==================== hsst_stream_sched_flat
hsst_stream_sched_flat, ports around the boundary:
The bar under the picture is 20 um long. Pins as bars across the die edge, other pins in gray.
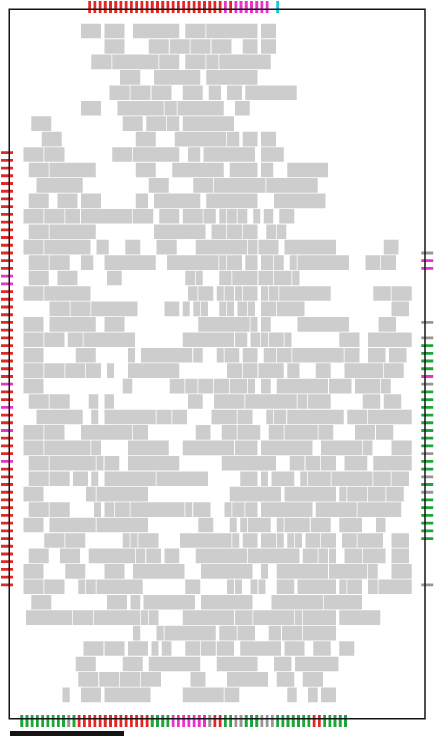

### src/rtl/hsst_sched_pkg.sv
// Shared types and constants for the HSST TX lane burst scheduler.
// Holds the link word encodings and the scheduler FSM state type.
package hsst_sched_pkg;

  localparam logic [23:0] IDLE_WORD = 24'h00_0000;
  localparam logic [7:0]  HDR_TAG   = 8'hC3;
  localparam logic [7:0]  HDR_LOW   = 8'hFF;
  localparam int          VALID_BIT = 7;

  typedef enum logic [1:0] {
    ST_IDLE  = 2'd0,
    ST_HDR   = 2'd1,
    ST_BURST = 2'd2,
    ST_GAP   = 2'd3
  } sched_state_e;

  // Burst header: tag byte, source id in the middle byte, valid flag set in the low byte.
  function automatic logic [23:0] make_hdr(input logic [2:0] id);
    return {HDR_TAG, 5'b0_0000, id, HDR_LOW};
  endfunction

  // Pixel words travel with the link valid flag forced on.
  function automatic logic [23:0] force_valid(input logic [23:0] word);
    logic [23:0] res;
    res            = word;
    res[VALID_BIT] = 1'b1;
    return res;
  endfunction

endpackage

### src/rtl/hsst_stream_sched_if.sv
// Bundle between the burst scheduler, the per-source FIFO read ports and hssttop.
// master: scheduler side; slave: FIFOs + link side.
interface hsst_stream_sched_if #(
  parameter int N_SRC = 4,
  parameter int LVL_W = 13
);

  logic                     tx_ready;
  logic [N_SRC-1:0]         src_en;
  logic [N_SRC*LVL_W-1:0]   src_level;
  logic [N_SRC*24-1:0]      src_data;
  logic [N_SRC-1:0]         src_rd_en;
  logic [23:0]              tx_data;
  logic [2:0]               grant_id;
  logic                     busy;
  logic                     abort;

  modport master (
    input  tx_ready, src_en, src_level, src_data,
    output src_rd_en, tx_data, grant_id, busy, abort
  );

  modport slave (
    output tx_ready, src_en, src_level, src_data,
    input  src_rd_en, tx_data, grant_id, busy, abort
  );

endinterface

### src/rtl/hsst_rr_pick.sv
// Combinational round-robin picker: first requester at or after ptr, wrapping
// from N_SRC-1 back to 0.
module hsst_rr_pick #(
  parameter int N_SRC = 4,
  parameter int PTR_W = 2
) (
  input  logic [N_SRC-1:0] req,
  input  logic [PTR_W-1:0] ptr,
  output logic [N_SRC-1:0] gnt,
  output logic [PTR_W-1:0] gnt_id,
  output logic             any
);

  localparam int               SUM_W = PTR_W + 1;
  localparam logic [N_SRC-1:0] ONE   = {{(N_SRC-1){1'b0}}, 1'b1};

  logic [SUM_W-1:0] sum_s;
  logic [PTR_W-1:0] idx_s;

  // Scan offsets from farthest to nearest so the requester closest to ptr is the last one kept.
  always_comb begin
    sum_s  = '0;
    idx_s  = '0;
    gnt_id = '0;
    for (int k = N_SRC - 1; k >= 0; k--) begin
      sum_s  = {1'b0, ptr} + SUM_W'(k);
      sum_s  = (sum_s >= SUM_W'(N_SRC)) ? (sum_s - SUM_W'(N_SRC)) : sum_s;
      idx_s  = sum_s[PTR_W-1:0];
      gnt_id = req[idx_s] ? idx_s : gnt_id;
    end
    any = |req;
    gnt = any ? (ONE << gnt_id) : '0;
  end

endmodule

### src/rtl/hsst_stream_sched.sv
// Round-robin burst scheduler sharing one HSST TX lane between N_SRC pixel FIFOs.
// Each burst: one header word (source id) then BURST_LEN data words read from the
// granted FIFO. A lost link aborts the burst and discards words in flight.
module hsst_stream_sched
  import hsst_sched_pkg::*;
#(
  parameter int N_SRC     = 4,
  parameter int BURST_LEN = 64,
  parameter int LVL_W     = 13
) (
  input logic               clk,
  input logic               rstn,
  hsst_stream_sched_if.master bus
);

  localparam int               PTR_W    = $clog2(N_SRC);
  localparam int               CNT_W    = $clog2(BURST_LEN + 1);
  localparam logic [CNT_W-1:0] CNT_LAST = CNT_W'(BURST_LEN - 1);
  localparam logic [CNT_W-1:0] CNT_FULL = CNT_W'(BURST_LEN);
  localparam logic [LVL_W-1:0] LVL_MIN  = LVL_W'(BURST_LEN);
  localparam logic [PTR_W-1:0] PTR_MAX  = PTR_W'(N_SRC - 1);

  sched_state_e     state_r, state_s;
  logic [CNT_W-1:0] cnt_r, cnt_s;
  logic [PTR_W-1:0] rr_ptr_r;
  logic [PTR_W-1:0] grant_r;
  logic [N_SRC-1:0] grant_oh_r;
  logic             rd_d1_r;
  logic             abort_r;
  logic             busy_r;
  logic [23:0]      tx_data_r;

  logic             rd_s;
  logic             abort_s;
  logic             load_s;
  logic [N_SRC-1:0] elig_s;
  logic [N_SRC-1:0] pick_gnt_s;
  logic [PTR_W-1:0] pick_id_s;
  logic             pick_any_s;
  logic [23:0]      src_word_s;

  // A source may be granted only when a whole burst is already sitting in its FIFO.
  always_comb begin
    elig_s = '0;
    for (int i = 0; i < N_SRC; i++) begin
      elig_s[i] = bus.src_en[i] & (bus.src_level[i*LVL_W +: LVL_W] >= LVL_MIN);
    end
  end

  hsst_rr_pick #(
    .N_SRC (N_SRC),
    .PTR_W (PTR_W)
  ) u_pick (
    .req    (elig_s),
    .ptr    (rr_ptr_r),
    .gnt    (pick_gnt_s),
    .gnt_id (pick_id_s),
    .any    (pick_any_s)
  );

  // Read-data mux for the currently granted FIFO.
  always_comb begin
    src_word_s = IDLE_WORD;
    for (int i = 0; i < N_SRC; i++) begin
      src_word_s = (grant_r == PTR_W'(i)) ? bus.src_data[i*24 +: 24] : src_word_s;
    end
  end

  // FSM state and burst counter registers.
  always_ff @(posedge clk or negedge rstn) begin
    if (!rstn) begin
      state_r <= ST_IDLE;
      cnt_r   <= '0;
    end else begin
      state_r <= state_s;
      cnt_r   <= cnt_s;
    end
  end

  // Next state, FIFO read strobe and abort decision; reads only happen while the link is up.
  always_comb begin
    state_s = state_r;
    cnt_s   = cnt_r;
    rd_s    = 1'b0;
    abort_s = 1'b0;
    load_s  = 1'b0;
    case (state_r)
      ST_IDLE: begin
        cnt_s = '0;
        if (bus.tx_ready && pick_any_s) begin
          load_s  = 1'b1;
          state_s = ST_HDR;
        end else begin
          state_s = ST_IDLE;
        end
      end
      ST_HDR: begin
        if (!bus.tx_ready) begin
          abort_s = 1'b1;
          cnt_s   = '0;
          state_s = ST_IDLE;
        end else begin
          rd_s    = 1'b1;
          cnt_s   = CNT_W'(1);
          state_s = ST_BURST;
        end
      end
      ST_BURST: begin
        if (!bus.tx_ready) begin
          abort_s = 1'b1;
          cnt_s   = '0;
          state_s = ST_IDLE;
        end else if (cnt_r < CNT_FULL) begin
          rd_s    = 1'b1;
          cnt_s   = cnt_r + CNT_W'(1);
          state_s = (cnt_r == CNT_LAST) ? ST_GAP : ST_BURST;
        end else begin
          state_s = ST_GAP;
        end
      end
      ST_GAP: begin
        cnt_s   = '0;
        state_s = ST_IDLE;
        if (!bus.tx_ready) begin
          abort_s = 1'b1;
        end else begin
          abort_s = 1'b0;
        end
      end
      default: begin
        cnt_s   = '0;
        state_s = ST_IDLE;
      end
    endcase
  end

  // Grant bookkeeping and the registered TX word; an abort wipes the word in flight.
  always_ff @(posedge clk or negedge rstn) begin
    if (!rstn) begin
      rr_ptr_r   <= '0;
      grant_r    <= '0;
      grant_oh_r <= '0;
      rd_d1_r    <= 1'b0;
      abort_r    <= 1'b0;
      busy_r     <= 1'b0;
      tx_data_r  <= IDLE_WORD;
    end else begin
      rd_d1_r <= rd_s;
      abort_r <= abort_s;
      busy_r  <= (state_s != ST_IDLE);
      if (load_s) begin
        grant_r    <= pick_id_s;
        grant_oh_r <= pick_gnt_s;
        rr_ptr_r   <= (pick_id_s == PTR_MAX) ? '0 : (pick_id_s + PTR_W'(1));
      end else begin
        grant_r    <= grant_r;
        grant_oh_r <= grant_oh_r;
        rr_ptr_r   <= rr_ptr_r;
      end
      if (abort_s) begin
        tx_data_r <= IDLE_WORD;
      end else if (rd_d1_r) begin
        tx_data_r <= force_valid(src_word_s);
      end else if (state_r == ST_HDR) begin
        tx_data_r <= make_hdr(3'(grant_r));
      end else begin
        tx_data_r <= IDLE_WORD;
      end
    end
  end

  assign bus.src_rd_en = rd_s ? grant_oh_r : '0;
  assign bus.tx_data   = tx_data_r;
  assign bus.grant_id  = 3'(grant_r);
  assign bus.busy      = busy_r;
  assign bus.abort     = abort_r;

endmodule

### src/flat_wrapper.sv
// flat-port wrapper written by rule: the top's interface ports become plain ports
module hsst_stream_sched_flat import hsst_sched_pkg::*;
#(
  parameter int N_SRC     = 4,
  parameter int BURST_LEN = 64,
  parameter int LVL_W     = 13
)
  (clk, rstn, bus_tx_ready, bus_src_en, bus_src_level, bus_src_data, bus_src_rd_en, bus_tx_data, bus_grant_id, bus_busy, bus_abort);
  hsst_stream_sched_if #(.N_SRC(N_SRC), .LVL_W(LVL_W)) bus_i ();
  input logic clk;
  input logic rstn;
  input wire logic [$bits(bus_i.tx_ready)-1:0] bus_tx_ready;
  input wire logic [$bits(bus_i.src_en)-1:0] bus_src_en;
  input wire logic [$bits(bus_i.src_level)-1:0] bus_src_level;
  input wire logic [$bits(bus_i.src_data)-1:0] bus_src_data;
  output wire logic [$bits(bus_i.src_rd_en)-1:0] bus_src_rd_en;
  output wire logic [$bits(bus_i.tx_data)-1:0] bus_tx_data;
  output wire logic [$bits(bus_i.grant_id)-1:0] bus_grant_id;
  output wire logic [$bits(bus_i.busy)-1:0] bus_busy;
  output wire logic [$bits(bus_i.abort)-1:0] bus_abort;
  assign bus_i.tx_ready = bus_tx_ready;
  assign bus_i.src_en = bus_src_en;
  assign bus_i.src_level = bus_src_level;
  assign bus_i.src_data = bus_src_data;
  assign bus_src_rd_en = bus_i.src_rd_en;
  assign bus_tx_data = bus_i.tx_data;
  assign bus_grant_id = bus_i.grant_id;
  assign bus_busy = bus_i.busy;
  assign bus_abort = bus_i.abort;
  hsst_stream_sched #(.N_SRC(N_SRC), .BURST_LEN(BURST_LEN), .LVL_W(LVL_W)) u_core (.clk(clk), .rstn(rstn), .bus(bus_i));
endmodule
### config.mk
export PLATFORM = sky130hd
export DESIGN_NAME = hsst_stream_sched_flat
export DESIGN_NICKNAME = d
export VERILOG_FILES = /design/src/rtl/hsst_sched_pkg.sv /design/src/rtl/hsst_stream_sched_if.sv /design/src/rtl/hsst_rr_pick.sv /design/src/rtl/hsst_stream_sched.sv /design/src/flat_wrapper.sv
export SDC_FILE = /design/constraint.sdc
export NUM_CORES = 1
export LEC_CHECK = 0
export CAP_MARGIN = 0
export CORE_ASPECT_RATIO = 1.75
export CORE_MARGIN = 2
export CORE_UTILIZATION = 32
export DETAILED_ROUTE_END_ITERATION = 6
export GPL_ROUTABILITY_DRIVEN = 0
export PLACE_DENSITY = 0.83
export SETUP_SLACK_MARGIN = 0.02
export SLEW_MARGIN = 20
export SYNTH_ARGS = -nofsm -noshare
export SYNTH_HDL_FRONTEND = slang
export SYNTH_SLANG_ARGS = --single-unit
### constraint.sdc
create_clock -name clk -period 1.6 [get_ports clk]
set_input_delay 0.24 -clock clk [delete_from_list [all_inputs] [get_ports clk]]
set_output_delay 0.24 -clock clk [all_outputs]
set_load 0.05 [all_outputs]
==================== adder_rr_arbiter
==> config.mk <==
export PLATFORM = sky130hd
export DESIGN_NAME = adder_rr_arbiter
export DESIGN_NICKNAME = d
export VERILOG_FILES = /design/src/rtl/adder_arb_pkg.sv /design/src/rtl/adder.sv /design/src/rtl/rr_grant.sv /design/src/rtl/adder_rr_arbiter.sv
export SDC_FILE = /design/constraint.sdc
export NUM_CORES = 1
export LEC_CHECK = 0
export ABC_AREA = 1
export CAP_MARGIN = 20
export CORE_AREA = 2 2 132 134
export DETAILED_ROUTE_END_ITERATION = 12
export DIE_AREA = 0 0 134 136
export PLACE_DENSITY = 0.82
export SYNTH_ARGS = -nofsm -noshare
export SYNTH_HDL_FRONTEND = slang
export SYNTH_SLANG_ARGS = --single-unit
==> constraint.sdc <==
create_clock -name clk -period 4.9 [get_ports clk]
set_input_delay 0.98 -clock clk [delete_from_list [all_inputs] [get_ports clk]]
set_output_delay 0.98 -clock clk [all_outputs]
set_load 0.01 [all_outputs]
==> src/rtl/adder_arb_pkg.sv <==
// rtl/adder_arb_pkg.sv - shared constants, types and round-robin pick function
// Purpose: common definitions for the shared-adder round-robin arbiter.
//   DATA_W  : operand width of the shared adder
//   MAX_REQ : largest supported requester count
//   rr_pick : round-robin search returning {found, idx}
package adder_arb_pkg;

  localparam int DATA_W  = 32;
  localparam int MAX_REQ = 8;
  localparam int IDX_W   = 3;

  typedef enum logic {
    SLOT_EMPTY = 1'b0,
    SLOT_FULL  = 1'b1
  } slot_state_e;

  typedef struct packed {
    logic             found;
    logic [IDX_W-1:0] idx;
  } pick_t;

  // First set bit of valid, searching ptr, ptr+1, ... with wrap at nreq.
  // Bits at or above nreq are never examined.
  function automatic pick_t rr_pick(input logic [MAX_REQ-1:0] valid,
                                    input logic [IDX_W-1:0]   ptr,
                                    input int                 nreq);
    pick_t r;
    int    j;
    r = '0;
    for (int k = 0; k < MAX_REQ; k++) begin
      if (k < nreq) begin
        j = int'(ptr) + k;
        if (j >= nreq) j = j - nreq;
        if (!r.found && valid[j[IDX_W-1:0]]) begin
          r.found = 1'b1;
          r.idx   = j[IDX_W-1:0];
        end
      end
    end
    return r;
  endfunction

endpackage

==> src/rtl/adder.sv <==
// rtl/adder.sv - combinational 32-bit adder shared by the arbiter
// Purpose: out = a + b modulo 2^32.
// Ports:
//   a, b : operands
//   out  : truncated sum
module adder (
  input  logic [31:0] a,
  input  logic [31:0] b,
  output logic [31:0] out
);

  assign out = a + b;

endmodule

==> src/rtl/rr_grant.sv <==
// rtl/rr_grant.sv - combinational round-robin picker
// Purpose: choose the first valid requester at or after ptr_i, with wrap.
// Ports:
//   valid_i : per-requester request valid
//   ptr_i   : round-robin start index
//   grant_o : one-hot grant (zero when nothing is valid)
//   idx_o   : index of the granted requester
//   found_o : a grant exists
module rr_grant
  import adder_arb_pkg::*;
#(
  parameter int NREQ = 4,
  parameter int IDW  = $clog2(NREQ)
) (
  input  logic [NREQ-1:0] valid_i,
  input  logic [IDW-1:0]  ptr_i,
  output logic [NREQ-1:0] grant_o,
  output logic [IDW-1:0]  idx_o,
  output logic            found_o
);

  pick_t pick;

  always_comb begin
    pick    = rr_pick(MAX_REQ'(valid_i), IDX_W'(ptr_i), NREQ);
    found_o = pick.found;
    idx_o   = IDW'(pick.idx);
    grant_o = '0;
    for (int i = 0; i < NREQ; i++) begin
      grant_o[i] = pick.found && (pick.idx == IDX_W'(i));
    end
  end

endmodule

==> src/rtl/adder_rr_arbiter.sv <==
// rtl/adder_rr_arbiter.sv - round-robin arbiter sharing one adder among NREQ requesters
// Purpose: grant one operand pair per cycle, add it, register the result with its ID.
// Optional feature macro: ADDER_RR_ARBITER_OVF_EN adds out_ovf (signed overflow flag).
// Ports:
//   clk, rst_n           : clock, asynchronous active-low reset
//   req_valid/req_ready  : per-requester handshake (req_ready one-hot or zero)
//   req_a, req_b         : packed operands, requester i at [i*W +: W]
//   out_valid/out_ready  : result handshake
//   out_id               : owning requester
//   out_sum, out_carry   : a+b modulo 2^W and its unsigned carry-out
//   out_ovf              : signed overflow (only with ADDER_RR_ARBITER_OVF_EN)
module adder_rr_arbiter
  import adder_arb_pkg::*;
#(
  parameter int NREQ = 4,
  parameter int W    = DATA_W,
  parameter int IDW  = $clog2(NREQ)
) (
  input  logic            clk,
  input  logic            rst_n,
  input  logic [NREQ-1:0] req_valid,
  output logic [NREQ-1:0] req_ready,
  input  logic [NREQ*W-1:0] req_a,
  input  logic [NREQ*W-1:0] req_b,
  output logic            out_valid,
  input  logic            out_ready,
  output logic [IDW-1:0]  out_id,
  output logic [W-1:0]    out_sum,
`ifdef ADDER_RR_ARBITER_OVF_EN
  output logic            out_ovf,
`endif
  output logic            out_carry
);

  slot_state_e     state_q, state_d;
  logic [IDW-1:0]  rr_ptr_q, rr_ptr_d;
  logic [IDW-1:0]  id_q;
  logic [W-1:0]    sum_q;
  logic            carry_q;

  logic [NREQ-1:0] grant;
  logic [IDW-1:0]  gidx;
  logic            found;
  logic            can_accept;
  logic            transfer;
  logic [W-1:0]    a_sel, b_sel, sum;
  logic            carry;

  rr_grant #(
    .NREQ (NREQ),
    .IDW  (IDW)
  ) u_grant (
    .valid_i (req_valid),
    .ptr_i   (rr_ptr_q),
    .grant_o (grant),
    .idx_o   (gidx),
    .found_o (found)
  );

  assign can_accept = (state_q == SLOT_EMPTY) || out_ready;
  assign req_ready  = grant & {NREQ{can_accept}};
  assign transfer   = found && can_accept;

  assign a_sel = req_a[gidx*W +: W];
  assign b_sel = req_b[gidx*W +: W];

  adder u_adder (
    .a   (a_sel),
    .b   (b_sel),
    .out (sum)
  );

  // The adder only returns W bits; recover the carry from the operand MSBs
  // and the sum MSB (carry into the MSB is sum[W-1] ^ a[W-1] ^ b[W-1]).
  assign carry = (a_sel[W-1] & b_sel[W-1]) |
                 ((a_sel[W-1] ^ b_sel[W-1]) & ~sum[W-1]);

  assign rr_ptr_d = (gidx == IDW'(NREQ - 1)) ? '0 : gidx + IDW'(1);

  always_comb begin
    state_d = state_q;
    case (state_q)
      SLOT_EMPTY: if (transfer) state_d = SLOT_FULL;
      SLOT_FULL:  if (out_ready && !transfer) state_d = SLOT_EMPTY;
      default:    state_d = SLOT_EMPTY;
    endcase
  end

`ifdef ADDER_RR_ARBITER_OVF_EN
  logic ovf_q;
  logic ovf;
  assign ovf     = (a_sel[W-1] == b_sel[W-1]) && (sum[W-1] != a_sel[W-1]);
  assign out_ovf = ovf_q;
`endif

  always_ff @(posedge clk or negedge rst_n) begin
    if (!rst_n) begin
      state_q  <= SLOT_EMPTY;
      rr_ptr_q <= '0;
      id_q     <= '0;
      sum_q    <= '0;
      carry_q  <= 1'b0;
`ifdef ADDER_RR_ARBITER_OVF_EN
      ovf_q    <= 1'b0;
`endif
    end else begin
      state_q <= state_d;
      if (transfer) begin
        rr_ptr_q <= rr_ptr_d;
        id_q     <= gidx;
        sum_q    <= sum;
        carry_q  <= carry;
`ifdef ADDER_RR_ARBITER_OVF_EN
        ovf_q    <= ovf;
`endif
      end
    end
  end

  assign out_valid = (state_q == SLOT_FULL);
  assign out_id    = id_q;
  assign out_sum   = sum_q;
  assign out_carry = carry_q;

endmodule

adder_rr_arbiter, close-up of the layout:
Region (90, 92) to (110, 112) um. Cells in gray, sequential cells in the stronger gray; small squares are vias.
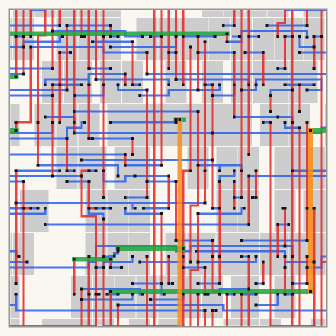
[blue] M1
[orange] M4
[green] M3
[red] M2
most frequent: nand2_1 (22), inv_1 (16), nand3_1 (7)
cells with their middle in the window: 60
sequential cells in the window: 0

==> results.py, adder_rr_arbiter <==
# Generated from Yosys and OpenROAD reports
metrics = {
    "status": {
        "outcome": "finished clean",
    },
    "placed_design": {
        "post-dp-hpwl_um": 24700,
    },
    "sta": {
        "timing.final.max_slew_violations": 0,
        "grt_setup_unrepaired": "false",
    },
    "worst_setup_path": {
        "critical-path-top-delay-family": "buffers and inverters",
        "rr_startpoint": "rr_ptr_q[1]",
        "timing.critical_path.to_type": "output pin",
    },
    "route": {
        "drt_first_pass_iters": 7,
        "postRouteAntennaNets": 0,
        "dr.first_iter.drc_count": 737,
        "via_per_inst": 4.98,
        "drc": 0,
    },
    "global_route": {
        "global_route_wire_length_before_repair_um": 46400,
        "initial_antenna_violation_count": 1,
        "via_count_of_the_first_global_routing_pass": 9221,
    },
    "job": {
        "timing.max_cap.violations": 0,
    },
    "worst_hold_path": {
        "whs_endpoint": "out_sum[29]",
    },
    "logic_synthesis": {
        "yosysUniqueCellTypes": 27,
        "ranking_of_synthesized_cells_by_instance_count": "nand2_1 (478), inv_1 (376), nand3_1 (315), nor2_1 (48), buf_2 (41)",
        "ys.flops": 38,
        "ys_chip_area_mm2": 0.00747,
        "synth.avg_cell_area_um2": 5.12,
        "topCombFamilyByArea": "simple AND/OR/NAND/NOR gates",
    },
    "cells_and_area": {
        "num_antenna_cells": 1,
        "multiInputGateArea_mm2": 0.00469,
        "ff_count": 38,
        "n_multi_input_combinational_cell": 975,
    },
    "clock_network": {
        "cts_resized": 0,
        "cts_hold_buffers": 0,
        "cts-buffers-inserted": 5,
    },
}
-- adder_rr_arbiter: per-stage QoR --
stage	hold WS, ps	instances	setup WS [ps]
final	478	1973	317
after CTS	480	1972	334
after detailed placement	464	1964	145
after global routing	501	1973	111
after floorplan	515	1458	1120
after global placement	464	1964	207
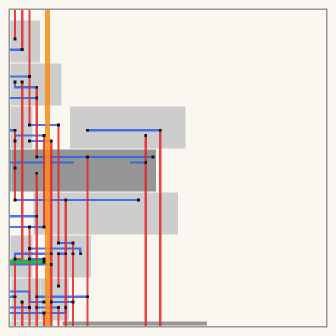
hsst_stream_sched_flat: close-up of the layout
Region (45, 84) to (65, 104) um. Cells in gray, sequential cells in the stronger gray; small squares are vias.
[blue] M1
[green] M3
[red] M2
[orange] M4
netlist names of flops here include: u_core.cnt_r (1)
most frequent: o21ai_0 (2)
cells with their middle in the window: 10
sequential cells in the window: 1

Notes on 'ports around the boundary' of hsst_stream_sched_flat above:
[magenta] bus_tx_data | pins: 24 | direction: output | edge: 8 top, 7 bottom, 6 left, 3 right
[cyan] clk | pins: 1 | direction: input | edge: top
[green] bus_src_level | pins: 52 | direction: input | edge: 31 bottom, 21 right
[red] bus_src_data | pins: 96 | direction: input | edge: 51 left, 27 top, 18 bottom
die width: 73 um
die extent in y: 125 um
IO buf count: 158

==> results.py, hsst_stream_sched_flat <==
# Generated from Yosys and OpenROAD reports
metrics = {
    "worst_setup_path": {
        "setup_crit_end": "bus_src_rd_en[0]",
        "crit_chain": "inv_2 > ha_4 > nand2_4 > nor2_4 > and2_4 > buf_12",
        "cp.required_ps": 1360,
        "cp_max_fo": 5,
        "cp-start-kind": "flip-flop",
        "critPathBufInv": 2,
        "critical-path-max-stage-delay_ps": 400,
        "worst-endpoint-arrival_ps": 1560,
        "rr_worst_depth": 7,
    },
    "status": {
        "outcome": "finished with violations",
        "violations": "setup timing",
    },
    "sta": {
        "hold_viol": 0,
        "whs_ps": 487,
        "setup_tns_final_ps": -804,
        "timing.final.max_slew_violations": 0,
        "setup_violations": 4,
        "maxSlewHeadroom_pct": 61.6,
        "finalWorstSetupSlack_ps": -202,
    },
    "logic_synthesis": {
        "synth_area_in_compound_gates_pct": 13.2,
        "ys_chip_area_mm2": 0.00267,
        "synth_top_area_share_pct": 41.3,
        "yosys_cells": 237,
        "ys.flops": 44,
        "yosys.area.top_type": "dfrtp_1",
        "ranking_of_synthesized_cells_by_instance_count": "dfrtp_1 (44), nand2_1 (25), mux4_2 (23), a21oi_1 (22), inv_1 (19)",
    },
    "cells_and_area": {
        "layout.cells.non_filler": 528,
        "num_antenna_cells": 0,
        "area_growth_syn_to_fin_pct": 90.1,
        "drive_above_1_share_pct": 38.5,
        "final_layout_top_logic_cell": "clkdlybuf4s50_1",
    },
    "clock_network": {
        "cts_htree_levels": 2,
        "clock_tree.buffer_depth": 2,
    },
    "route": {
        "route.final.wire_length_um": 8400,
        "drc": 0,
        "routed-via-count": 2628,
        "wl_met1_um": 2660,
    },
    "placed_design": {
        "placement_setup_slack_ps": -508,
        "post-dp-hpwl_um": 6480,
    },
    "job": {
        "timing.max_cap.violations": 0,
        "total_number_of_warnings_across_the_stage_logs": 64,
    },
    "global_route": {
        "global_route_wire_length_before_repair_um": 13300,
    },
}
-- hsst_stream_sched_flat: logic make-up (layout without fill, tap and decap cells) --
kind of cell             count (synthesis)  after routing
flip-flops                              44             44
AND-OR/OR-AND                           51             51
buffers and inverters                   33            232
adder cells (fa/ha/maj)                 10             10
other                                    1              1
multiplexers                            24             24
AND/OR/NAND/NOR                         74             74
-- hsst_stream_sched_flat: layout make-up --
type                            count  area, um2  area share (%)
Timing Repair Buffer              205       1930            38.0
Clock buffer                        8        146            2.89
Tap cell                           92        115            2.27
Sequential cell                    44       1100            21.8
Multi-Input combinational cell    160       1700            33.6
Inverter                           19       73.8            1.46


==> screenshots <==
Cell sizes after repair.
image #1
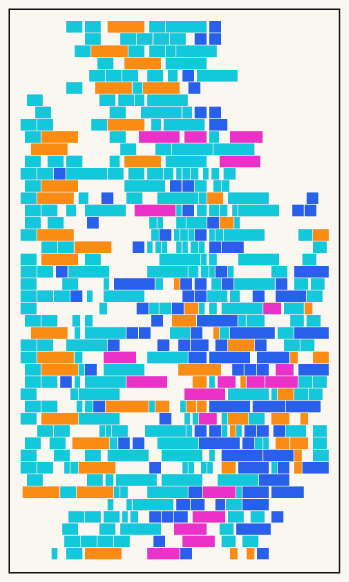
image #2
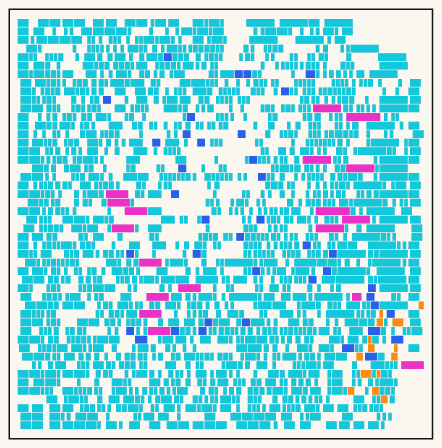
| picture | from |
|---|---|
| image #2 | adder_rr_arbiter |
| image #1 | hsst_stream_sched_flat |


==> layout pictures side by side <==
Placement view.
(a)
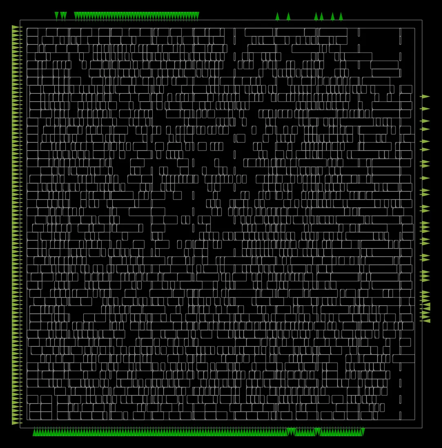
(b)
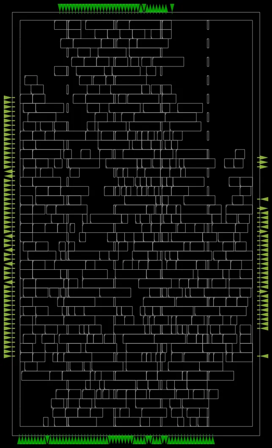
adder_rr_arbiter -> (a)
hsst_stream_sched_flat -> (b)
The one with the most cells is (a).

